# design 1

[config.mk]
export PLATFORM = sky130hd
export DESIGN_NAME = telem_seq_n
export DESIGN_NICKNAME = d
export VERILOG_FILES = /design/src/rtl/telem_pkg.sv /design/src/rtl/telem_ring3.sv /design/src/rtl/telem_seq_n.sv
export SDC_FILE = /design/constraint.sdc
export NUM_CORES = 1
export LEC_CHECK = 0
export CORE_MARGIN = 2
export CORE_UTILIZATION = 47
export DETAILED_ROUTE_END_ITERATION = 7
export GPL_ROUTABILITY_DRIVEN = 0
export PLACE_DENSITY_LB_ADDON = 0.25
export SYNTH_ARGS = -nofsm -noshare
export SYNTH_HDL_FRONTEND = slang
export SYNTH_SLANG_ARGS = --single-unit
[constraint.sdc]
create_clock -name SIM_CLK -period 1.9 [get_ports SIM_CLK]
set_input_delay 0.19 -clock SIM_CLK [delete_from_list [all_inputs] [get_ports SIM_CLK]]
set_output_delay 0.19 -clock SIM_CLK [all_outputs]
set_load 0.005 [all_outputs]
[src/rtl/telem_pkg.sv]
// Shared types and helpers for the telemetry sequencer.
// Ring codes are used by both the per-channel gate rings and the bit-phase (DT) ring.
package telem_pkg;

    typedef enum logic [1:0] {
        IDLE  = 2'd0,
        REQ   = 2'd1,
        SHIFT = 2'd2
    } telem_state_e;

    localparam logic [2:0] GT1 = 3'b001;
    localparam logic [2:0] GT2 = 3'b010;
    localparam logic [2:0] GT3 = 3'b100;

    // True when exactly one bit is set; callers zero-extend narrower vectors to 8 bits.
    function automatic logic is_onehot(input logic [7:0] v);
        return (v != 8'd0) && ((v & (v - 8'd1)) == 8'd0);
    endfunction

endpackage

[src/rtl/telem_ring3.sv]
// Three-phase one-hot ring: 001 -> 010 -> 100 -> 001 on each advance.
// 'init' forces the ring back to phase 1; any non-one-hot code self-recovers to 001.
module telem_ring3
    import telem_pkg::*;
(
    input  logic       clk,
    input  logic       rst,
    input  logic       adv,
    input  logic       init,
    output logic [2:0] q
);

    // Ring register with illegal-code recovery taking priority over advance.
    always_ff @(posedge clk or posedge rst) begin
        if (rst) begin
            q <= GT1;
        end else if (!is_onehot({5'd0, q}) || init) begin
            q <= GT1;
        end else if (adv) begin
            q <= {q[1:0], q[2]};
        end
    end

endmodule

[src/rtl/telem_seq_n.sv]
// NCH-channel telemetry sequencer: synchronises TSYNC, issues TRP, accepts one
// word on LOAD and serialises it MSB first under the three-phase DT ring.
// Optional build macro: TELEM_PARITY_EN appends an odd-parity bit after bit 0.
//
// Handshake: there is no backpressure. SYNCP is honoured only in IDLE (and not in
// the TCW cycle); LOAD is honoured only in REQ with a one-hot DC; everything else
// is dropped, with a dropped sync recorded in the sticky OVR flag.
module telem_seq_n
    import telem_pkg::*;
#(
    parameter int NCH         = 4,
    parameter int WIDTH       = 26,
    parameter int SYNC_STAGES = 2,
    parameter int TMO         = 64
) (
    input  logic               SIM_CLK,
    input  logic               SIM_RST,
    input  logic               TSYNC,
    input  logic               SYNC_EN,
    input  logic               BIT_STB,
    input  logic               LOAD,
    input  logic [NCH-1:0]     DC,
    input  logic [WIDTH-1:0]   DATA_IN,
    input  logic               CLR,
    output logic               TRP,
    output logic               TCW,
    output logic               DOUT,
    output logic [2:0]         DT,
    output logic [3*NCH-1:0]   GT,
    output logic               BUSY,
    output logic               OVR,
    output logic               TMOF,
    output logic [1:0]         state_dbg
);

    localparam int BCW = $clog2(WIDTH + 1);
    localparam int TW  = (TMO > 1) ? $clog2(TMO) : 1;
    localparam logic [TW-1:0] TMO_LAST = TW'(TMO - 1);

    telem_state_e      state_q, state_d;
    logic [SYNC_STAGES-1:0] sync_q;
    logic              sync_prev_q;
    logic              syncp;
    logic [WIDTH-1:0]  sreg_q;
    logic [BCW-1:0]    bit_cnt_q;
    logic [TW-1:0]     tmo_cnt_q;
    logic [NCH-1:0]    chan_q;
    logic              trp_q, tcw_q, ovr_q, tmof_q;
    logic [2:0]        dt;
    logic [NCH-1:0]    gt_adv;
    logic              fill;
    logic              dc_ok;
    logic              go, accept, timeout, finish, shift_en, ovr_set;

`ifdef TELEM_PARITY_EN
    localparam logic [BCW-1:0] LAST_BIT = BCW'(WIDTH);
    logic par_q;

    // Odd parity of the latched word, shifted in behind bit 0.
    always_ff @(posedge SIM_CLK or posedge SIM_RST) begin
        if (SIM_RST) par_q <= 1'b0;
        else if (accept) par_q <= ~(^DATA_IN);
    end
    assign fill = par_q;
`else
    localparam logic [BCW-1:0] LAST_BIT = BCW'(WIDTH - 1);
    assign fill = 1'b0;
`endif

    assign dc_ok = is_onehot(8'(DC));
    assign syncp = sync_q[SYNC_STAGES-1] & ~sync_prev_q & SYNC_EN;

    // TSYNC synchroniser chain plus rising-edge history.
    always_ff @(posedge SIM_CLK or posedge SIM_RST) begin
        if (SIM_RST) begin
            sync_q      <= '0;
            sync_prev_q <= 1'b0;
        end else begin
            sync_q      <= {sync_q[SYNC_STAGES-2:0], TSYNC};
            sync_prev_q <= sync_q[SYNC_STAGES-1];
        end
    end

    // FSM state register.
    always_ff @(posedge SIM_CLK or posedge SIM_RST) begin
        if (SIM_RST) state_q <= IDLE;
        else         state_q <= state_d;
    end

    // Next-state and event decode; a sync in the TCW cycle counts as an overrun.
    always_comb begin
        state_d  = state_q;
        go       = 1'b0;
        accept   = 1'b0;
        timeout  = 1'b0;
        finish   = 1'b0;
        shift_en = (state_q == SHIFT) && BIT_STB && (dt == GT3);
        ovr_set  = syncp && ((state_q != IDLE) || tcw_q);
        case (state_q)
            IDLE: begin
                if (syncp && !tcw_q) begin
                    go      = 1'b1;
                    state_d = REQ;
                end
            end
            REQ: begin
                if (LOAD && dc_ok) begin
                    accept  = 1'b1;
                    state_d = SHIFT;
                end else if (tmo_cnt_q == TMO_LAST) begin
                    timeout = 1'b1;
                    state_d = IDLE;
                end
            end
            SHIFT: begin
                if (shift_en && (bit_cnt_q == LAST_BIT)) begin
                    finish  = 1'b1;
                    state_d = IDLE;
                end
            end
            default: state_d = IDLE;
        endcase
    end

    // Datapath: pulses, counters, shift register, channel latch and sticky flags.
    always_ff @(posedge SIM_CLK or posedge SIM_RST) begin
        if (SIM_RST) begin
            trp_q     <= 1'b0;
            tcw_q     <= 1'b0;
            tmo_cnt_q <= '0;
            sreg_q    <= '0;
            bit_cnt_q <= '0;
            chan_q    <= '0;
            ovr_q     <= 1'b0;
            tmof_q    <= 1'b0;
        end else begin
            trp_q <= go;
            tcw_q <= finish;
            if (go) begin
                tmo_cnt_q <= '0;
            end else if ((state_q == REQ) && (tmo_cnt_q != '1)) begin
                tmo_cnt_q <= tmo_cnt_q + TW'(1);
            end
            if (accept) begin
                sreg_q    <= DATA_IN;
                bit_cnt_q <= '0;
                chan_q    <= DC;
            end else if (shift_en) begin
                sreg_q    <= {sreg_q[WIDTH-2:0], fill};
                bit_cnt_q <= bit_cnt_q + BCW'(1);
            end
            ovr_q  <= ovr_set | (ovr_q & ~CLR);
            tmof_q <= timeout | (tmof_q & ~CLR);
        end
    end

    telem_ring3 u_dt (
        .clk  (SIM_CLK),
        .rst  (SIM_RST),
        .adv  ((state_q == SHIFT) && BIT_STB),
        .init (accept),
        .q    (dt)
    );

    // Per-channel gate rings: GT3->GT1 on a new request, GT1->GT2 on load, GT2->GT3 on completion.
    for (genvar k = 0; k < NCH; k++) begin : g_gt
        logic [2:0] gt_k;
        assign gt_adv[k] = (go && (gt_k == GT3)) ||
                           (accept && DC[k] && (gt_k == GT1)) ||
                           (finish && chan_q[k] && (gt_k == GT2));
        telem_ring3 u_gt (
            .clk  (SIM_CLK),
            .rst  (SIM_RST),
            .adv  (gt_adv[k]),
            .init (1'b0),
            .q    (gt_k)
        );
        assign GT[3*k +: 3] = gt_k;
    end

    assign TRP       = trp_q;
    assign TCW       = tcw_q;
    assign DOUT      = (state_q == SHIFT) & sreg_q[WIDTH-1];
    assign DT        = dt;
    assign BUSY      = (state_q != IDLE);
    assign OVR       = ovr_q;
    assign TMOF      = tmof_q;
    assign state_dbg = state_q;

endmodule
==> impl_metrics.py <==
# Auto-generated metrics
metrics = {
    "run_status": {
        "outcome": "completed",
    },
    "cells_and_area": {
        "max_reg_flops": 26,
        "fin_util_pct": 65.8,
        "comb_share_pct": 32.1,
        "nFillCells": 512,
    },
    "placed_design": {
        "dp_worst_setup_slack_ps": -160,
    },
    "clock_network": {
        "clockRootBuffer": "sky130_fd_sc_hd__clkbuf_8",
    },
    "power_and_ir_drop": {
        "totalPowerFinal_mw": 4.22,
        "vdd.ir_drop.worst_mv": 0.774,
        "power_switching_mw": 1.27,
    },
    "critical_path": {
        "worst-r2r-setup-slack_ps": 100,
    },
    "logic_synthesis": {
        "ys_async_sr_fraction_pct": 100,
        "enable_flop_cells": 0,
    },
    "die": {
        "die_x_um": 85.0,
    },
    "global_route": {
        "busiest_layer": "met2",
    },
    "detailed_routing": {
        "remaining_number_of_nets_flagged_by_the_antenna_check_after_routing": 0,
    },
    "final_timing": {
        "worst_hold_slack_ps": 172,
    },
}
Fig. 1: design 1, a small window of the routed layout
The bar under the picture is 10 um long. Region (23, 6) to (63, 46) um. Cells in gray, sequential cells in the stronger gray; small squares are vias.
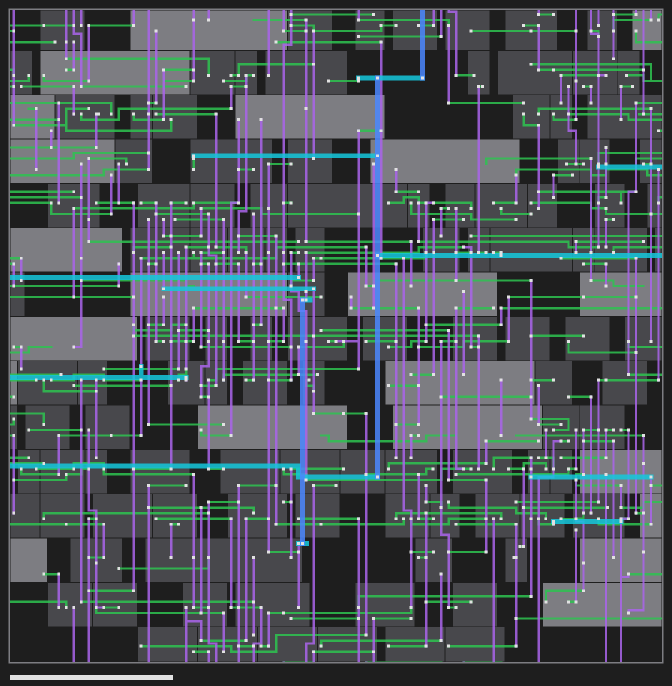
| layer | color |
|---|---|
| metal 1 | green |
| metal 2 | purple |
| metal 3 | cyan |
| metal 4 | blue |
most frequent: buf_4 (20), dfrtp_1 (13), nor2_1 (12)
sequential cells in the window: 16
netlist names of flops here include: `g_gt.u_gt.q` (6), `chan_q` (3), `bit_cnt_q` (2)
cells with their middle in the window: 123

Fig. 2: design 1, M1 wires
The bar under the picture is 20 um long. Supply wires on this layer in gray.
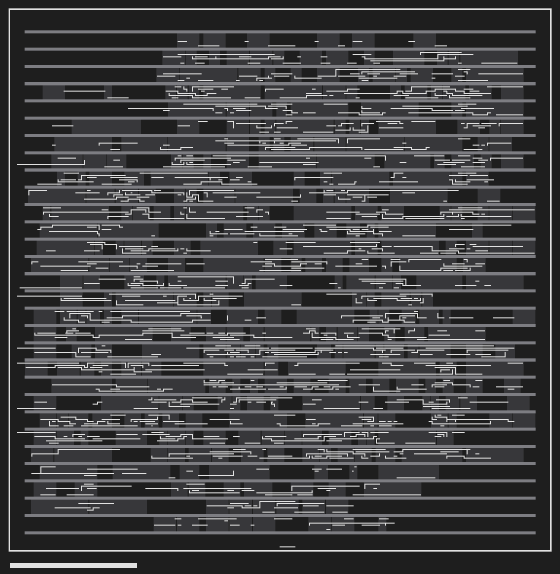
main direction: horizontal
wire length on this layer: 3210 um
longest straight run: 27.1 um
nets with wire on the layer: 375
share of all routed wire: 46%


# design 2

Fig. 3: design 2, sizing map
The bar under the picture is 50 um long.
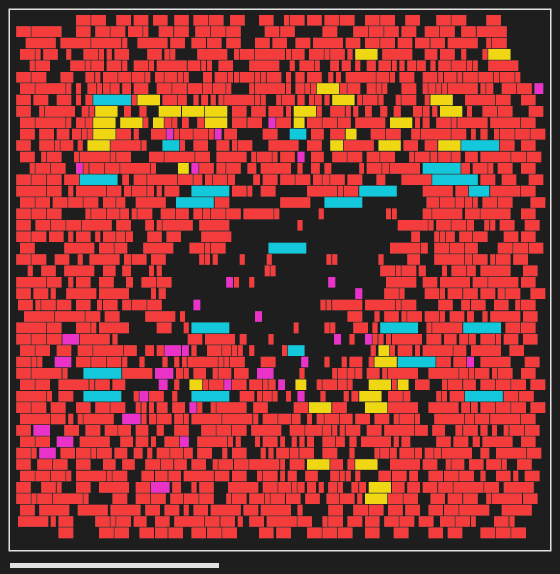
Fig. 4: design 2, a small window of the routed layout
The bar under the picture is 10 um long. Region (44, 19) to (84, 59) um. Cells in gray, sequential cells in the stronger gray; small squares are vias.
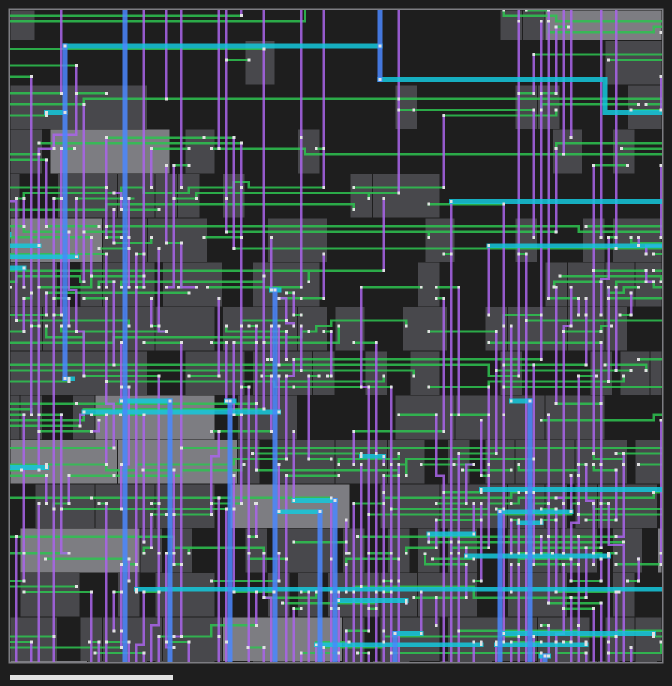
===== config.mk =====
export PLATFORM = sky130hd
export DESIGN_NAME = id_ex_operand_stage_flat
export DESIGN_NICKNAME = d
export VERILOG_FILES = /design/src/rtl/id_ex_operand_stage_if.sv /design/src/rtl/id_ex_operand_stage.sv /design/src/flat_wrapper.sv
export SDC_FILE = /design/constraint.sdc
export NUM_CORES = 1
export LEC_CHECK = 0
export CAP_MARGIN = 10
export CORE_UTILIZATION = 46
export CTS_CLUSTER_DIAMETER = 150
export CTS_CLUSTER_SIZE = 12
export DETAILED_ROUTE_END_ITERATION = 8
export GPL_TIMING_DRIVEN = 0
export PLACE_DENSITY = 0.87
export SYNTH_ARGS = -nofsm -noshare
export SYNTH_HDL_FRONTEND = slang
export SYNTH_SLANG_ARGS = --single-unit

===== constraint.sdc =====
create_clock -name clk -period 4.1 [get_ports clk]
set_input_delay 0.41 -clock clk [delete_from_list [all_inputs] [get_ports clk]]
set_output_delay 0.41 -clock clk [all_outputs]
set_load 0.01 [all_outputs]

===== src/rtl/id_ex_operand_stage_if.sv =====
// ID/EX operand stage bus: decode-side operands and control, hazard-unit
// stall/flush, M/W forwarding sources, and the E-stage outputs.
interface id_ex_operand_stage_if #(
  parameter int DATA_W     = 32,
  parameter int REG_ADDR_W = 5,
  parameter int ALU_CTRL_W = 4
);
  // Hazard unit requests
  logic                  Stall_E;
  logic                  Flush_E;

  // Decode-stage operands and control
  logic [DATA_W-1:0]     RD1_D;
  logic [DATA_W-1:0]     RD2_D;
  logic [REG_ADDR_W-1:0] Rs_D;
  logic [REG_ADDR_W-1:0] Rt_D;
  logic [REG_ADDR_W-1:0] Rd_D;
  logic [DATA_W-1:0]     Sign_Imm_D;
  logic [4:0]            shamt_D;
  logic [ALU_CTRL_W-1:0] ALU_Control_D;
  logic                  ALU_Src_D;
  logic                  Reg_Dst_D;
  logic                  Reg_Write_D;
  logic                  Mem_Write_D;
  logic                  Mem_to_Reg_D;

  // Forwarding sources from later stages
  logic [DATA_W-1:0]     ALU_Result_M;
  logic [REG_ADDR_W-1:0] Write_Reg_M;
  logic                  Reg_Write_M;
  logic [DATA_W-1:0]     Result_W;
  logic [REG_ADDR_W-1:0] Write_Reg_W;
  logic                  Reg_Write_W;

  // Execute-stage outputs
  logic [DATA_W-1:0]     Src_AE;
  logic [DATA_W-1:0]     Src_BE;
  logic [DATA_W-1:0]     Write_Data_E;
  logic [REG_ADDR_W-1:0] Write_Reg_E;
  logic [ALU_CTRL_W-1:0] ALU_Instruction_E;
  logic [4:0]            shamt_E;
  logic [REG_ADDR_W-1:0] Rs_E;
  logic [REG_ADDR_W-1:0] Rt_E;
  logic                  Reg_Write_E;
  logic                  Mem_Write_E;
  logic                  Mem_to_Reg_E;
  logic                  Valid_E;

  // Pipeline/environment side: drives D, hazard and forwarding inputs.
  modport master (
    output Stall_E, Flush_E,
    output RD1_D, RD2_D, Rs_D, Rt_D, Rd_D, Sign_Imm_D, shamt_D, ALU_Control_D,
    output ALU_Src_D, Reg_Dst_D, Reg_Write_D, Mem_Write_D, Mem_to_Reg_D,
    output ALU_Result_M, Write_Reg_M, Reg_Write_M,
    output Result_W, Write_Reg_W, Reg_Write_W,
    input  Src_AE, Src_BE, Write_Data_E, Write_Reg_E, ALU_Instruction_E, shamt_E,
    input  Rs_E, Rt_E, Reg_Write_E, Mem_Write_E, Mem_to_Reg_E, Valid_E
  );

  // The operand stage itself.
  modport slave (
    input  Stall_E, Flush_E,
    input  RD1_D, RD2_D, Rs_D, Rt_D, Rd_D, Sign_Imm_D, shamt_D, ALU_Control_D,
    input  ALU_Src_D, Reg_Dst_D, Reg_Write_D, Mem_Write_D, Mem_to_Reg_D,
    input  ALU_Result_M, Write_Reg_M, Reg_Write_M,
    input  Result_W, Write_Reg_W, Reg_Write_W,
    output Src_AE, Src_BE, Write_Data_E, Write_Reg_E, ALU_Instruction_E, shamt_E,
    output Rs_E, Rt_E, Reg_Write_E, Mem_Write_E, Mem_to_Reg_E, Valid_E
  );
endinterface


===== src/rtl/id_ex_operand_stage.sv =====
// ID/EX pipeline register with EX-stage operand forwarding from M and W.
// Presents forwarded ALU operands, the store data and the destination register.
module id_ex_operand_stage #(
  parameter int DATA_W     = 32,
  parameter int REG_ADDR_W = 5,
  parameter int ALU_CTRL_W = 4
) (
  input  logic                 clk,
  input  logic                 rst,
  id_ex_operand_stage_if.slave bus
);

  // Registered E-stage fields
  logic [DATA_W-1:0]     rd1_e;
  logic [DATA_W-1:0]     rd2_e;
  logic [REG_ADDR_W-1:0] rs_e;
  logic [REG_ADDR_W-1:0] rt_e;
  logic [REG_ADDR_W-1:0] rd_e;
  logic [DATA_W-1:0]     sign_imm_e;
  logic [4:0]            shamt_e;
  logic [ALU_CTRL_W-1:0] alu_ctrl_e;
  logic                  alu_src_e;
  logic                  reg_dst_e;
  logic                  reg_write_e;
  logic                  mem_write_e;
  logic                  mem_to_reg_e;
  logic                  valid_e;

  // Forwarded operands
  logic [DATA_W-1:0]     fwd_a;
  logic [DATA_W-1:0]     fwd_b;

  // Forward select: M beats W; register $0 is hard-wired and never forwarded.
  function automatic logic [DATA_W-1:0] forward_sel(
    input logic [REG_ADDR_W-1:0] src,
    input logic [DATA_W-1:0]     reg_val,
    input logic                  wr_m,
    input logic [REG_ADDR_W-1:0] dst_m,
    input logic [DATA_W-1:0]     val_m,
    input logic                  wr_w,
    input logic [REG_ADDR_W-1:0] dst_w,
    input logic [DATA_W-1:0]     val_w
  );
    logic [DATA_W-1:0] sel;
    sel = reg_val;
    if (src != '0) begin
      if (wr_m && (dst_m == src)) begin
        sel = val_m;
      end else if (wr_w && (dst_w == src)) begin
        sel = val_w;
      end
    end
    return sel;
  endfunction

  // ID/EX register: reset and flush load a bubble, stall holds, otherwise load D.
  always_ff @(posedge clk) begin
    if (rst || bus.Flush_E) begin
      rd1_e        <= '0;
      rd2_e        <= '0;
      rs_e         <= '0;
      rt_e         <= '0;
      rd_e         <= '0;
      sign_imm_e   <= '0;
      shamt_e      <= '0;
      alu_ctrl_e   <= '0;
      alu_src_e    <= 1'b0;
      reg_dst_e    <= 1'b0;
      reg_write_e  <= 1'b0;
      mem_write_e  <= 1'b0;
      mem_to_reg_e <= 1'b0;
      valid_e      <= 1'b0;
    end else if (!bus.Stall_E) begin
      rd1_e        <= bus.RD1_D;
      rd2_e        <= bus.RD2_D;
      rs_e         <= bus.Rs_D;
      rt_e         <= bus.Rt_D;
      rd_e         <= bus.Rd_D;
      sign_imm_e   <= bus.Sign_Imm_D;
      shamt_e      <= bus.shamt_D;
      alu_ctrl_e   <= bus.ALU_Control_D;
      alu_src_e    <= bus.ALU_Src_D;
      reg_dst_e    <= bus.Reg_Dst_D;
      reg_write_e  <= bus.Reg_Write_D;
      mem_write_e  <= bus.Mem_Write_D;
      mem_to_reg_e <= bus.Mem_to_Reg_D;
      valid_e      <= 1'b1;
    end
  end

  // Forwarding muxes re-evaluate M/W every cycle, including while stalled.
  always_comb begin
    fwd_a = forward_sel(rs_e, rd1_e,
                        bus.Reg_Write_M, bus.Write_Reg_M, bus.ALU_Result_M,
                        bus.Reg_Write_W, bus.Write_Reg_W, bus.Result_W);
    fwd_b = forward_sel(rt_e, rd2_e,
                        bus.Reg_Write_M, bus.Write_Reg_M, bus.ALU_Result_M,
                        bus.Reg_Write_W, bus.Write_Reg_W, bus.Result_W);
  end

  // Operand and destination selection for the ALU and EX/MEM register.
  always_comb begin
    bus.Src_AE       = fwd_a;
    bus.Src_BE       = alu_src_e ? sign_imm_e : fwd_b;
    bus.Write_Data_E = fwd_b;
    bus.Write_Reg_E  = reg_dst_e ? rd_e : rt_e;
  end

  assign bus.ALU_Instruction_E = alu_ctrl_e;
  assign bus.shamt_E           = shamt_e;
  assign bus.Rs_E              = rs_e;
  assign bus.Rt_E              = rt_e;
  assign bus.Reg_Write_E       = reg_write_e;
  assign bus.Mem_Write_E       = mem_write_e;
  assign bus.Mem_to_Reg_E      = mem_to_reg_e;
  assign bus.Valid_E           = valid_e;

endmodule


===== src/flat_wrapper.sv =====
// flat-port wrapper written by rule: the top's interface ports become plain ports
module id_ex_operand_stage_flat 
#(
  parameter int DATA_W     = 32,
  parameter int REG_ADDR_W = 5,
  parameter int ALU_CTRL_W = 4
)
  (clk, rst, bus_Stall_E, bus_Flush_E, bus_RD1_D, bus_RD2_D, bus_Rs_D, bus_Rt_D, bus_Rd_D, bus_Sign_Imm_D, bus_shamt_D, bus_ALU_Control_D, bus_ALU_Src_D, bus_Reg_Dst_D, bus_Reg_Write_D, bus_Mem_Write_D, bus_Mem_to_Reg_D, bus_ALU_Result_M, bus_Write_Reg_M, bus_Reg_Write_M, bus_Result_W, bus_Write_Reg_W, bus_Reg_Write_W, bus_Src_AE, bus_Src_BE, bus_Write_Data_E, bus_Write_Reg_E, bus_ALU_Instruction_E, bus_shamt_E, bus_Rs_E, bus_Rt_E, bus_Reg_Write_E, bus_Mem_Write_E, bus_Mem_to_Reg_E, bus_Valid_E);
  id_ex_operand_stage_if #(.DATA_W(DATA_W), .REG_ADDR_W(REG_ADDR_W), .ALU_CTRL_W(ALU_CTRL_W)) bus_i ();
  input  logic clk;
  input  logic rst;
  input wire logic [$bits(bus_i.Stall_E)-1:0] bus_Stall_E;
  input wire logic [$bits(bus_i.Flush_E)-1:0] bus_Flush_E;
  input wire logic [$bits(bus_i.RD1_D)-1:0] bus_RD1_D;
  input wire logic [$bits(bus_i.RD2_D)-1:0] bus_RD2_D;
  input wire logic [$bits(bus_i.Rs_D)-1:0] bus_Rs_D;
  input wire logic [$bits(bus_i.Rt_D)-1:0] bus_Rt_D;
  input wire logic [$bits(bus_i.Rd_D)-1:0] bus_Rd_D;
  input wire logic [$bits(bus_i.Sign_Imm_D)-1:0] bus_Sign_Imm_D;
  input wire logic [$bits(bus_i.shamt_D)-1:0] bus_shamt_D;
  input wire logic [$bits(bus_i.ALU_Control_D)-1:0] bus_ALU_Control_D;
  input wire logic [$bits(bus_i.ALU_Src_D)-1:0] bus_ALU_Src_D;
  input wire logic [$bits(bus_i.Reg_Dst_D)-1:0] bus_Reg_Dst_D;
  input wire logic [$bits(bus_i.Reg_Write_D)-1:0] bus_Reg_Write_D;
  input wire logic [$bits(bus_i.Mem_Write_D)-1:0] bus_Mem_Write_D;
  input wire logic [$bits(bus_i.Mem_to_Reg_D)-1:0] bus_Mem_to_Reg_D;
  input wire logic [$bits(bus_i.ALU_Result_M)-1:0] bus_ALU_Result_M;
  input wire logic [$bits(bus_i.Write_Reg_M)-1:0] bus_Write_Reg_M;
  input wire logic [$bits(bus_i.Reg_Write_M)-1:0] bus_Reg_Write_M;
  input wire logic [$bits(bus_i.Result_W)-1:0] bus_Result_W;
  input wire logic [$bits(bus_i.Write_Reg_W)-1:0] bus_Write_Reg_W;
  input wire logic [$bits(bus_i.Reg_Write_W)-1:0] bus_Reg_Write_W;
  output wire logic [$bits(bus_i.Src_AE)-1:0] bus_Src_AE;
  output wire logic [$bits(bus_i.Src_BE)-1:0] bus_Src_BE;
  output wire logic [$bits(bus_i.Write_Data_E)-1:0] bus_Write_Data_E;
  output wire logic [$bits(bus_i.Write_Reg_E)-1:0] bus_Write_Reg_E;
  output wire logic [$bits(bus_i.ALU_Instruction_E)-1:0] bus_ALU_Instruction_E;
  output wire logic [$bits(bus_i.shamt_E)-1:0] bus_shamt_E;
  output wire logic [$bits(bus_i.Rs_E)-1:0] bus_Rs_E;
  output wire logic [$bits(bus_i.Rt_E)-1:0] bus_Rt_E;
  output wire logic [$bits(bus_i.Reg_Write_E)-1:0] bus_Reg_Write_E;
  output wire logic [$bits(bus_i.Mem_Write_E)-1:0] bus_Mem_Write_E;
  output wire logic [$bits(bus_i.Mem_to_Reg_E)-1:0] bus_Mem_to_Reg_E;
  output wire logic [$bits(bus_i.Valid_E)-1:0] bus_Valid_E;
  assign bus_i.Stall_E = bus_Stall_E;
  assign bus_i.Flush_E = bus_Flush_E;
  assign bus_i.RD1_D = bus_RD1_D;
  assign bus_i.RD2_D = bus_RD2_D;
  assign bus_i.Rs_D = bus_Rs_D;
  assign bus_i.Rt_D = bus_Rt_D;
  assign bus_i.Rd_D = bus_Rd_D;
  assign bus_i.Sign_Imm_D = bus_Sign_Imm_D;
  assign bus_i.shamt_D = bus_shamt_D;
  assign bus_i.ALU_Control_D = bus_ALU_Control_D;
  assign bus_i.ALU_Src_D = bus_ALU_Src_D;
  assign bus_i.Reg_Dst_D = bus_Reg_Dst_D;
  assign bus_i.Reg_Write_D = bus_Reg_Write_D;
  assign bus_i.Mem_Write_D = bus_Mem_Write_D;
  assign bus_i.Mem_to_Reg_D = bus_Mem_to_Reg_D;
  assign bus_i.ALU_Result_M = bus_ALU_Result_M;
  assign bus_i.Write_Reg_M = bus_Write_Reg_M;
  assign bus_i.Reg_Write_M = bus_Reg_Write_M;
  assign bus_i.Result_W = bus_Result_W;
  assign bus_i.Write_Reg_W = bus_Write_Reg_W;
  assign bus_i.Reg_Write_W = bus_Reg_Write_W;
  assign bus_Src_AE = bus_i.Src_AE;
  assign bus_Src_BE = bus_i.Src_BE;
  assign bus_Write_Data_E = bus_i.Write_Data_E;
  assign bus_Write_Reg_E = bus_i.Write_Reg_E;
  assign bus_ALU_Instruction_E = bus_i.ALU_Instruction_E;
  assign bus_shamt_E = bus_i.shamt_E;
  assign bus_Rs_E = bus_i.Rs_E;
  assign bus_Rt_E = bus_i.Rt_E;
  assign bus_Reg_Write_E = bus_i.Reg_Write_E;
  assign bus_Mem_Write_E = bus_i.Mem_Write_E;
  assign bus_Mem_to_Reg_E = bus_i.Mem_to_Reg_E;
  assign bus_Valid_E = bus_i.Valid_E;
  id_ex_operand_stage #(.DATA_W(DATA_W), .REG_ADDR_W(REG_ADDR_W), .ALU_CTRL_W(ALU_CTRL_W)) u_core (.clk(clk), .rst(rst), .bus(bus_i));
endmodule

==> impl_metrics.py <==
# Auto-generated metrics
metrics = {
    "final_timing": {
        "aggregate_negative_setup_slack_ps": 0,
        "slew-limit-headroom_pct": 41.8,
        "final-hold-violation-count": 0,
        "post-route-worst-setup-slack_ps": 438,
        "rsz0062_at_grt": "false",
    },
    "power_and_ir_drop": {
        "leak_pwr_nw": 4.61,
    },
    "cells_and_area": {
        "comb_share_pct": 37.2,
        "seq-cell-share_pct": 21.9,
        "clkCellAreaFrac_pct": 4.72,
        "postLayoutCellArea_um2": 11500,
    },
    "logic_synthesis": {
        "post_synth_mux_area_share_pct": 24.0,
        "synthTopLogicFamily": "multiplexers",
        "and_or_or_and_share_of_the_synthesized_area_pct": 14.5,
        "ys_sh_simple_pct": 17.0,
        "top_cells_by_count": "sky130_fd_sc_hd__nor2_1, sky130_fd_sc_hd__dfxtp_1, sky130_fd_sc_hd__mux2i_1",
        "synth_stat.cells": 859,
        "netlist.area_leader.share_pct": 34.0,
    },
    "placed_design": {
        "dp_worst_setup_slack_ps": 443,
        "gp_congestion": 0.897,
    },
    "critical_path": {
        "critical_path.reg2reg.startpoint": "u_core.alu_src_e$_SDFFE_PP0N_",
        "critPathLaunchType": "flop",
    },
    "die": {
        "die_x_um": 129,
    },
    "detailed_routing": {
        "route.detailed.wl_per_inst_um": 19.8,
    },
    "clock_network": {
        "htree_num_levels": 4,
    },
    "global_route": {
        "busiest_layer": "met2",
    },
    "run_status": {
        "outcome": "completed",
    },
}
Notes on Fig. 3 above:
| size | color | cells | share | most used |
|---|---|---|---|---|
| _0 and _1 cells | red | 1123 | 92% | clkdlybuf4s50_1 |
| _2 cells | magenta | 34 | 2.8% | buf_2 |
| _3 and _4 cells | yellow | 38 | 3.1% | mux2_4 |
| _6 and larger | cyan | 22 | 1.8% | clkbuf_16 |

Notes on Fig. 4 above:
| layer | color |
|---|---|
| metal 4 | blue |
| metal 1 | green |
| metal 2 | purple |
| metal 3 | cyan |
sequential cells in the window: 9
most frequent: clkdlybuf4s50_1 (21), clkbuf_1 (17), inv_1 (14)
netlist names of flops here include: `u_core.rd1_e` (6)
cells with their middle in the window: 126


# design 3

Fig. 5: design 3, sizing map
The bar under the picture is 20 um long.
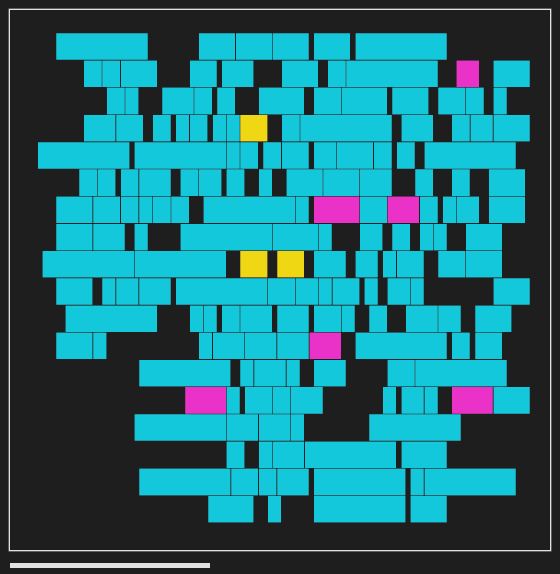
Fig. 6: design 3, M1 wires
The bar under the picture is 20 um long. Supply wires on this layer in gray.
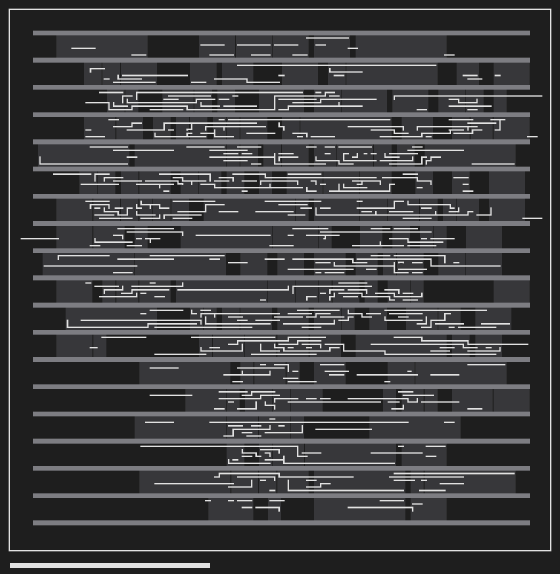
===== src/rtl/tx_framer_ctrl.sv =====
// Transmit framer control: sequences STP/SDP start, payload, END/EDB and
// periodic SKP ordered sets, driving the TX symbol mux select.
module tx_framer_ctrl #(
  parameter logic [7:0] SKP_INTERVAL = 8'd100
) (
  input  logic       clk,
  input  logic       rst,
  input  logic       enb,
  input  logic       tx_req,
  input  logic       tx_dllp,
  input  logic [7:0] tx_len,
  input  logic       tx_abort,
  output logic [3:0] control_dk,
  output logic       tx_ack,
  output logic       data_rd,
  output logic       tx_busy
);

  localparam int unsigned CNT_W = 8;
  localparam int unsigned SYM_W = 2;

  localparam logic [3:0] DK_DATA = 4'd0;
  localparam logic [3:0] DK_COM  = 4'd1;
  localparam logic [3:0] DK_SKP  = 4'd2;
  localparam logic [3:0] DK_STP  = 4'd3;
  localparam logic [3:0] DK_SDP  = 4'd4;
  localparam logic [3:0] DK_END  = 4'd5;
  localparam logic [3:0] DK_EDB  = 4'd6;
  localparam logic [3:0] DK_IDLE = 4'd8;

  typedef enum logic [2:0] {
    S_IDLE,
    S_SKP_COM,
    S_SKP_SYM,
    S_START,
    S_DATA,
    S_END,
    S_EDB
  } state_t;

  state_t             state, state_nxt;
  logic [CNT_W-1:0]   byte_cnt, byte_cnt_nxt;
  logic               dllp_q, dllp_nxt;
  logic [SYM_W-1:0]   sym_cnt, sym_cnt_nxt;
  logic [CNT_W-1:0]   skp_cnt, skp_cnt_nxt;
  logic               skp_pending, skp_pending_nxt;

  // State and counters advance only on enabled cycles
  always_ff @(posedge clk or posedge rst) begin
    if (rst) begin
      state       <= S_IDLE;
      byte_cnt    <= '0;
      dllp_q      <= 1'b0;
      sym_cnt     <= '0;
      skp_cnt     <= '0;
      skp_pending <= 1'b0;
    end else if (enb) begin
      state       <= state_nxt;
      byte_cnt    <= byte_cnt_nxt;
      dllp_q      <= dllp_nxt;
      sym_cnt     <= sym_cnt_nxt;
      skp_cnt     <= skp_cnt_nxt;
      skp_pending <= skp_pending_nxt;
    end
  end

  // Next-state logic; byte_cnt holds the latched length, then counts down in DATA
  always_comb begin
    state_nxt    = state;
    byte_cnt_nxt = byte_cnt;
    dllp_nxt     = dllp_q;
    sym_cnt_nxt  = sym_cnt;
    unique case (state)
      S_IDLE: begin
        if (skp_pending) begin
          state_nxt = S_SKP_COM;
        end else if (tx_req) begin
          state_nxt    = S_START;
          dllp_nxt     = tx_dllp;
          byte_cnt_nxt = tx_len;
        end
      end
      S_SKP_COM: begin
        state_nxt   = S_SKP_SYM;
        sym_cnt_nxt = SYM_W'(2);
      end
      S_SKP_SYM: begin
        if (sym_cnt == '0) state_nxt = S_IDLE;
        else               sym_cnt_nxt = sym_cnt - SYM_W'(1);
      end
      S_START: begin
        if (tx_abort)            state_nxt = S_EDB;
        else if (byte_cnt == '0) state_nxt = S_END;
        else                     state_nxt = S_DATA;
      end
      S_DATA: begin
        byte_cnt_nxt = byte_cnt - CNT_W'(1);
        if (tx_abort)                     state_nxt = S_EDB;
        else if (byte_cnt == CNT_W'(1))   state_nxt = S_END;
      end
      S_END:   state_nxt = S_IDLE;
      S_EDB:   state_nxt = S_IDLE;
      default: state_nxt = S_IDLE;
    endcase
  end

  // SKP scheduler: counts idle/packet cycles, request waits for IDLE
  always_comb begin
    skp_cnt_nxt     = skp_cnt;
    skp_pending_nxt = skp_pending;
    if (state == S_IDLE && skp_pending) begin
      skp_pending_nxt = 1'b0;
    end else if (!skp_pending && state != S_SKP_COM && state != S_SKP_SYM) begin
      if (skp_cnt == SKP_INTERVAL - 8'd1) begin
        skp_cnt_nxt     = '0;
        skp_pending_nxt = 1'b1;
      end else begin
        skp_cnt_nxt = skp_cnt + CNT_W'(1);
      end
    end
  end

  // Moore output decode from registered state; strobes gated by enb
  always_comb begin
    control_dk = DK_IDLE;
    unique case (state)
      S_IDLE:    control_dk = DK_IDLE;
      S_SKP_COM: control_dk = DK_COM;
      S_SKP_SYM: control_dk = DK_SKP;
      S_START:   control_dk = dllp_q ? DK_SDP : DK_STP;
      S_DATA:    control_dk = DK_DATA;
      S_END:     control_dk = DK_END;
      S_EDB:     control_dk = DK_EDB;
      default:   control_dk = DK_IDLE;
    endcase
  end

  assign tx_ack  = enb && (state == S_START);
  assign data_rd = enb && (state == S_DATA);
  assign tx_busy = (state != S_IDLE);

endmodule


===== config.mk =====
export PLATFORM = sky130hd
export DESIGN_NAME = tx_framer_ctrl
export DESIGN_NICKNAME = d
export VERILOG_FILES = /design/src/rtl/tx_framer_ctrl.sv
export SDC_FILE = /design/constraint.sdc
export NUM_CORES = 1
export LEC_CHECK = 0
export ABC_CLOCK_PERIOD_IN_PS = 4400
export CORE_MARGIN = 2
export CORE_UTILIZATION = 58
export CTS_CLUSTER_DIAMETER = 50
export CTS_CLUSTER_SIZE = 14
export DETAILED_ROUTE_END_ITERATION = 10
export PLACE_DENSITY = 0.94
export SLEW_MARGIN = 10
export SYNTH_ARGS = -nofsm -noshare
export SYNTH_HDL_FRONTEND = slang
export SYNTH_SLANG_ARGS = --single-unit

===== constraint.sdc =====
create_clock -name clk -period 4.4 [get_ports clk]
set_input_delay 0.88 -clock clk [delete_from_list [all_inputs] [get_ports clk]]
set_output_delay 0.88 -clock clk [all_outputs]
set_load 0.01 [all_outputs]

==> impl_metrics.py <==
# Auto-generated metrics
metrics = {
    "final_timing": {
        "rsz0062_at_grt": "false",
        "max_clock_freq_mhz": 288,
    },
    "clock_network": {
        "clk_pin_slew_worst_paths_ps": 130,
    },
    "detailed_routing": {
        "detail_route.first_pass.iterations": 5,
        "route.detailed.wl_per_inst_um": 15.0,
        "drc_errors": 0,
    },
    "run": {
        "tool_warnings": 28,
    },
    "logic_synthesis": {
        "flop_cell": "sky130_fd_sc_hd__dfrtp_1",
        "top_cells_by_count": "sky130_fd_sc_hd__dfrtp_1, sky130_fd_sc_hd__nor2_1, sky130_fd_sc_hd__o21ai_0",
    },
    "global_route": {
        "grt_use_met1_pct": 30.3,
        "grtUsageMet3_pct": 2.78,
    },
    "cells_and_area": {
        "area_growth_syn_to_layout_pct": 15.1,
        "finish.cell_count_without_fillers": 206,
        "fin_util_pct": 68.6,
        "comb_share_pct": 48.1,
        "multi_input_comb_cells": 122,
    },
    "die": {
        "row_count": 18,
        "tap-cell-count": 30,
        "die_x_um": 54.0,
    },
    "critical_path": {
        "worst_path_most_repeated_cell": "sky130_fd_sc_hd__clkdlybuf4s50_1",
        "worst-endpoint-arrival_ps": 2590,
        "timing.critical_path.to": "tx_ack",
        "crit_path_start": "enb",
        "timing.critical_path.cells": "clkdlybuf4s50_1, nor2b_1, and3_1, clkdlybuf4s50_1",
    },
    "run_status": {
        "outcome": "completed",
    },
    "placed_design": {
        "dp_hpwl_um": 2300,
        "port-buffer-count": 20,
    },
    "power_and_ir_drop": {
        "power.sequential.total_mw": 0.436,
    },
    "worst_hold_path": {
        "instance_count_along_the_most_critical_hold_path": 1,
    },
}
About Fig. 5:
| size | color | cells | share | most used |
|---|---|---|---|---|
| _2 cells | magenta | 6 | 3.4% | mux2_2 |
| _0 and _1 cells | cyan | 167 | 95% | dfrtp_1 |
| _3 and _4 cells | yellow | 3 | 1.7% | clkbuf_4 |

About Fig. 6:
wire length on this layer: 1330 um
nets with wire on the layer: 177
share of all routed wire: 43%
main direction: horizontal
longest straight run: 19.8 um


# design 4

Fig. 7: design 4, a small window of the routed layout
The bar under the picture is 10 um long. Region (59, 46) to (99, 86) um. Cells in gray, sequential cells in the stronger gray; small squares are vias.
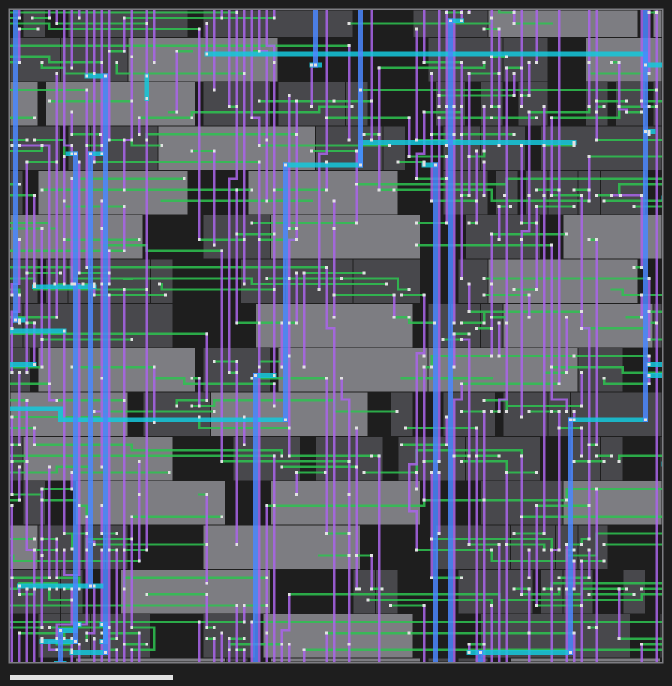
Fig. 8: design 4, M1 wires
The bar under the picture is 50 um long. Supply wires on this layer in gray.
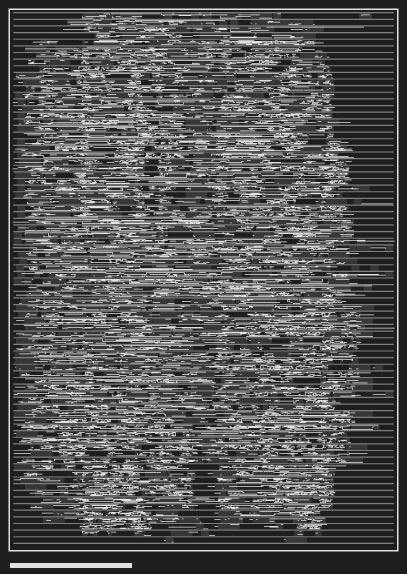
## config.mk

```make
export PLATFORM = sky130hd
export DESIGN_NAME = clock_enable_divider_multi_flat
export DESIGN_NICKNAME = d
export VERILOG_FILES = /design/src/rtl/clock_enable_divider_multi_if.sv /design/src/rtl/clock_enable_divider_multi.sv /design/src/flat_wrapper.sv
export SDC_FILE = /design/constraint.sdc
export NUM_CORES = 1
export LEC_CHECK = 0
export CAP_MARGIN = 20
export CORE_ASPECT_RATIO = 1.4
export CORE_UTILIZATION = 55
export DETAILED_ROUTE_END_ITERATION = 8
export GPL_ROUTABILITY_DRIVEN = 0
export PLACE_DENSITY_LB_ADDON = 0.25
export SYNTH_ARGS = -nofsm -noshare
export SYNTH_HDL_FRONTEND = slang
export SYNTH_SLANG_ARGS = --single-unit
```

## constraint.sdc

```tcl
create_clock -name i_clk_mhz -period 4.1 [get_ports i_clk_mhz]
set_input_delay 1.23 -clock i_clk_mhz [delete_from_list [all_inputs] [get_ports i_clk_mhz]]
set_output_delay 1.23 -clock i_clk_mhz [all_outputs]
set_load 0.01 [all_outputs]
```

## src/rtl/clock_enable_divider_multi_if.sv

```systemverilog
// clock_enable_divider_multi_if: control inputs, config bus and strobe outputs of the divider.
interface clock_enable_divider_multi_if #(
    parameter int par_channels  = 4,
    parameter int par_cnt_width = 16
);
    localparam int ch_w = (par_channels > 1) ? $clog2(par_channels) : 1;

    logic                     i_ce_mhz;
    logic                     i_sync;
    logic                     i_cfg_wr;
    logic [ch_w-1:0]          i_cfg_ch;
    logic [par_cnt_width-1:0] i_cfg_divisor;
    logic [par_cnt_width-1:0] i_cfg_phase;
    logic [par_channels-1:0]  o_ce_div;
    logic [par_channels-1:0]  o_sq_div;
    logic [par_channels-1:0]  o_cfg_pending;

    modport master (
        output i_ce_mhz, i_sync, i_cfg_wr, i_cfg_ch, i_cfg_divisor, i_cfg_phase,
        input  o_ce_div, o_sq_div, o_cfg_pending
    );

    modport slave (
        input  i_ce_mhz, i_sync, i_cfg_wr, i_cfg_ch, i_cfg_divisor, i_cfg_phase,
        output o_ce_div, o_sq_div, o_cfg_pending
    );
endinterface

```

## src/rtl/clock_enable_divider_multi.sv

```systemverilog
// clock_enable_divider_multi: per-channel programmable clock-enable divider with double-buffered config.
module clock_enable_divider_multi #(
    parameter int par_channels        = 4,
    parameter int par_cnt_width       = 16,
    parameter int par_default_divisor = 1000
) (
    input logic                         i_clk_mhz,
    input logic                         i_rst_mhz_n,
    clock_enable_divider_multi_if.slave bus
);
    localparam int ch_w = (par_channels > 1) ? $clog2(par_channels) : 1;
    localparam logic [par_cnt_width-1:0] def_div = par_cnt_width'(par_default_divisor);

    for (genvar k = 0; k < par_channels; k++) begin : g_ch
        logic [par_cnt_width-1:0] div_q, div_d, ph_q, ph_d;
        logic [par_cnt_width-1:0] sdiv_q, sdiv_d, sph_q, sph_d;
        logic [par_cnt_width-1:0] cnt_q, cnt_d;
        logic                     ce_q, ce_d, sq_q, sq_d, pend_q, pend_d;
        logic                     wr_hit, term, stopped, apply;
        // An index equal to k is always in range, so out-of-range writes match no channel.
        // Next state: sync beats stop, stop beats counting; shadow applies at terminal, when stopped, or on sync.
        always_comb begin
            wr_hit  = bus.i_cfg_wr && (bus.i_cfg_ch == ch_w'(k));
            stopped = (div_q == '0);
            term    = !stopped && (cnt_q == div_q - 1'b1);
            apply   = pend_q && (bus.i_sync || stopped || (bus.i_ce_mhz && term));
            div_d   = apply ? sdiv_q : div_q;
            ph_d    = apply ? ((sph_q >= sdiv_q) ? '0 : sph_q) : ph_q;
            sdiv_d  = wr_hit ? bus.i_cfg_divisor : sdiv_q;
            sph_d   = wr_hit ? bus.i_cfg_phase : sph_q;
            pend_d  = wr_hit || (pend_q && !apply);
            cnt_d   = cnt_q;
            ce_d    = 1'b0;
            sq_d    = sq_q;
            if (bus.i_sync) begin
                cnt_d = ph_d;
                sq_d  = 1'b0;
            end else if (stopped) begin
                cnt_d = apply ? ph_d : '0;
                sq_d  = 1'b0;
            end else if (bus.i_ce_mhz) begin
                cnt_d = term ? (apply ? ph_d : '0) : cnt_q + 1'b1;
                ce_d  = term;
                sq_d  = sq_q ^ term;
            end
        end
        // Channel state registers with asynchronous reset to the default divisor.
        always_ff @(posedge i_clk_mhz or negedge i_rst_mhz_n) begin
            if (!i_rst_mhz_n) begin
                div_q  <= def_div;
                sdiv_q <= def_div;
                ph_q   <= '0;
                sph_q  <= '0;
                cnt_q  <= '0;
                ce_q   <= 1'b0;
                sq_q   <= 1'b0;
                pend_q <= 1'b0;
            end else begin
                div_q  <= div_d;
                sdiv_q <= sdiv_d;
                ph_q   <= ph_d;
                sph_q  <= sph_d;
                cnt_q  <= cnt_d;
                ce_q   <= ce_d;
                sq_q   <= sq_d;
                pend_q <= pend_d;
            end
        end
        assign bus.o_ce_div[k]      = ce_q;
        assign bus.o_sq_div[k]      = sq_q;
        assign bus.o_cfg_pending[k] = pend_q;
    end
endmodule

```

## src/flat_wrapper.sv

```systemverilog
// flat-port wrapper written by rule: the top's interface ports become plain ports
module clock_enable_divider_multi_flat 
#(
    parameter int par_channels        = 4,
    parameter int par_cnt_width       = 16,
    parameter int par_default_divisor = 1000
)
  (i_clk_mhz, i_rst_mhz_n, bus_i_ce_mhz, bus_i_sync, bus_i_cfg_wr, bus_i_cfg_ch, bus_i_cfg_divisor, bus_i_cfg_phase, bus_o_ce_div, bus_o_sq_div, bus_o_cfg_pending);
  clock_enable_divider_multi_if #(.par_channels(par_channels), .par_cnt_width(par_cnt_width)) bus_i ();
  input logic i_clk_mhz;
  input logic i_rst_mhz_n;
  input wire logic [$bits(bus_i.i_ce_mhz)-1:0] bus_i_ce_mhz;
  input wire logic [$bits(bus_i.i_sync)-1:0] bus_i_sync;
  input wire logic [$bits(bus_i.i_cfg_wr)-1:0] bus_i_cfg_wr;
  input wire logic [$bits(bus_i.i_cfg_ch)-1:0] bus_i_cfg_ch;
  input wire logic [$bits(bus_i.i_cfg_divisor)-1:0] bus_i_cfg_divisor;
  input wire logic [$bits(bus_i.i_cfg_phase)-1:0] bus_i_cfg_phase;
  output wire logic [$bits(bus_i.o_ce_div)-1:0] bus_o_ce_div;
  output wire logic [$bits(bus_i.o_sq_div)-1:0] bus_o_sq_div;
  output wire logic [$bits(bus_i.o_cfg_pending)-1:0] bus_o_cfg_pending;
  assign bus_i.i_ce_mhz = bus_i_ce_mhz;
  assign bus_i.i_sync = bus_i_sync;
  assign bus_i.i_cfg_wr = bus_i_cfg_wr;
  assign bus_i.i_cfg_ch = bus_i_cfg_ch;
  assign bus_i.i_cfg_divisor = bus_i_cfg_divisor;
  assign bus_i.i_cfg_phase = bus_i_cfg_phase;
  assign bus_o_ce_div = bus_i.o_ce_div;
  assign bus_o_sq_div = bus_i.o_sq_div;
  assign bus_o_cfg_pending = bus_i.o_cfg_pending;
  clock_enable_divider_multi #(.par_channels(par_channels), .par_cnt_width(par_cnt_width), .par_default_divisor(par_default_divisor)) u_core (.i_clk_mhz(i_clk_mhz), .i_rst_mhz_n(i_rst_mhz_n), .bus(bus_i));
endmodule
```

==> impl_metrics.py <==
# Auto-generated metrics
metrics = {
    "cells_and_area": {
        "highest_count_cells_in_the_layout_ignoring_fill_and_taps": "sky130_fd_sc_hd__dfrtp_1, sky130_fd_sc_hd__nand2_1, sky130_fd_sc_hd__mux2_2, sky130_fd_sc_hd__o21ai_0, sky130_fd_sc_hd__inv_1",
        "multi_input_comb_cells": 1351,
        "design.final.nets": 2031,
        "comb_share_pct": 45.7,
    },
    "final_timing": {
        "max_clock_freq_mhz": 256,
        "aggregate_negative_setup_slack_ps": 0,
        "final-hold-violation-count": 0,
    },
    "critical_path": {
        "worst-r2r-setup-slack_ps": 200,
        "timing.critical_path.cells": "inv_1, ha_1, or4b_1, nor4_1, o32ai_1, or3_1, or4_1, nand2_1, o21ai_0, a221o_1",
        "worstPathRequired_ps": 4510,
        "critPathLaunchType": "flop",
    },
    "logic_synthesis": {
        "enable_flop_cells": 0,
        "post-synth-top-count-cell": "sky130_fd_sc_hd__dfrtp_1",
        "synthTopCellsByArea": "sky130_fd_sc_hd__dfrtp_1, sky130_fd_sc_hd__mux2_2, sky130_fd_sc_hd__dfstp_2, sky130_fd_sc_hd__ha_1, sky130_fd_sc_hd__nand2_1",
        "synthTopLogicFamily": "AND-OR/OR-AND gates",
        "and_or_or_and_share_of_the_synthesized_area_pct": 17.5,
    },
    "placed_design": {
        "dp_worst_setup_slack_ps": 325,
        "port-buffer-count": 50,
        "dp_hpwl_um": 37200,
    },
    "die": {
        "top_level_ports": 51,
    },
    "global_route": {
        "first_pass_grt_wire_length_um": 82500,
    },
    "detailed_routing": {
        "route.detailed.wl_per_inst_um": 21.6,
        "viasPerCell": 6.34,
    },
    "clock_network": {
        "postCtsResizedCells": 0,
        "post_cts.repair.setup_buffers": 0,
        "cts-root-to-sink-buffers": 3,
    },
    "run": {
        "drv.max_cap_violation_count": 0,
    },
    "power_and_ir_drop": {
        "leak_pwr_nw": 9.29,
    },
    "run_status": {
        "outcome": "completed",
    },
}
## Picture notes: Fig. 7
| layer | color |
|---|---|
| metal 3 | cyan |
| metal 1 | green |
| metal 2 | purple |
| metal 4 | blue |
netlist names of flops here include: `u_core.g_ch.sdiv_q` (7), `u_core.g_ch.ph_q` (6), `u_core.g_ch.sph_q` (6)
most frequent: dfrtp_1 (20), nand2_1 (13), mux2_2 (12)
cells with their middle in the window: 106
sequential cells in the window: 25

## Picture notes: Fig. 8
share of all routed wire: 40%
longest straight run: 48.8 um
nets with wire on the layer: 1901
main direction: horizontal
wire length on this layer: 20.9 mm



==> screenshots <==
Met2 routing.
Plate I
The bar under the picture is 20 um long.
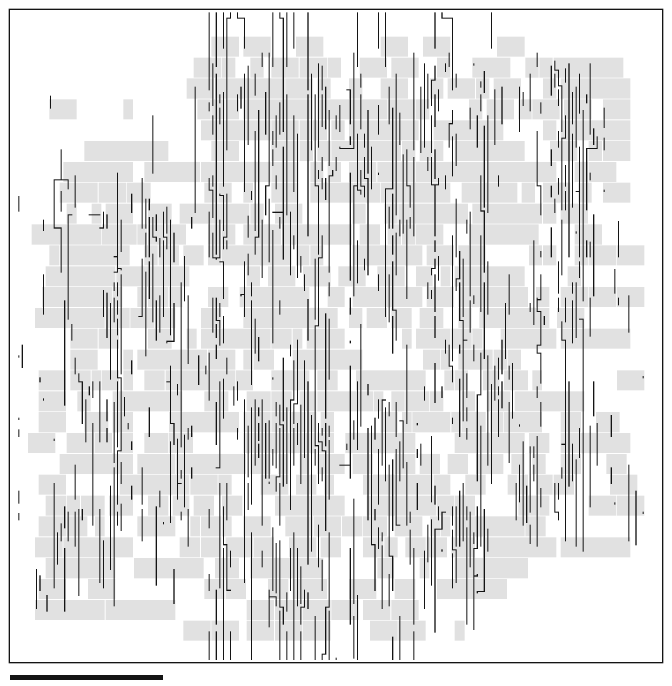
Plate II
The bar under the picture is 50 um long.
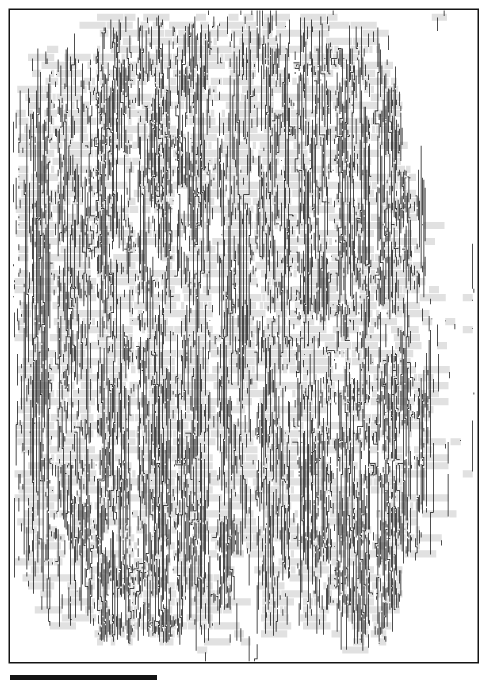
Plate III
The bar under the picture is 50 um long.
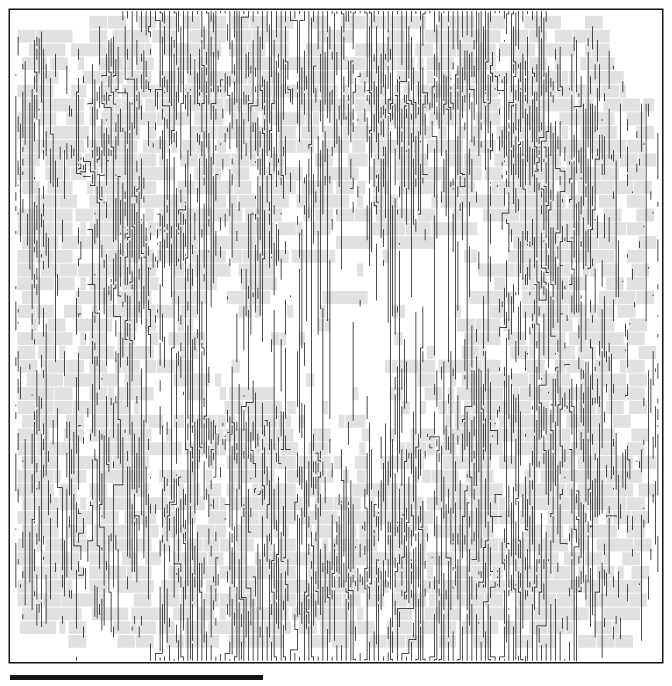
Plate IV
The bar under the picture is 20 um long.
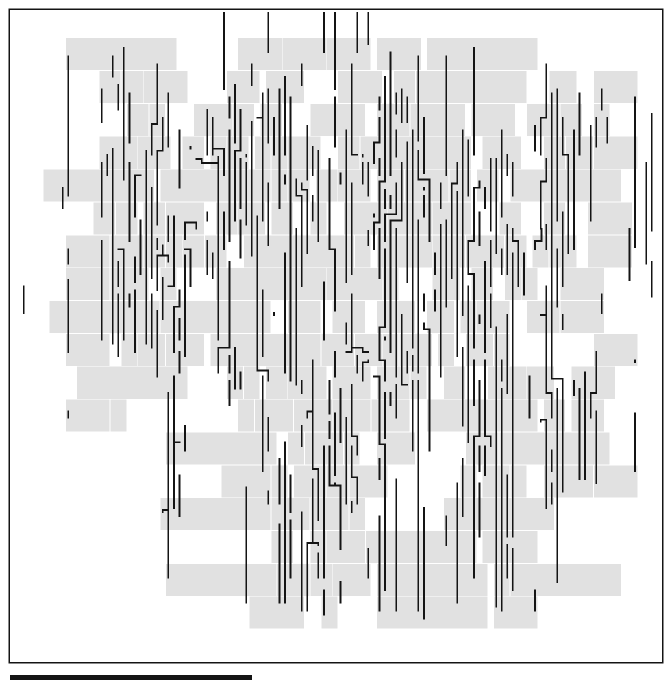
- smallest die: Plate IV
- largest die: Plate II
design 3: Plate IV
design 4: Plate II
design 1: Plate I
design 2: Plate III

Key to Plate II:
wire length on this layer: 25.5 mm
nets with wire on the layer: 1778

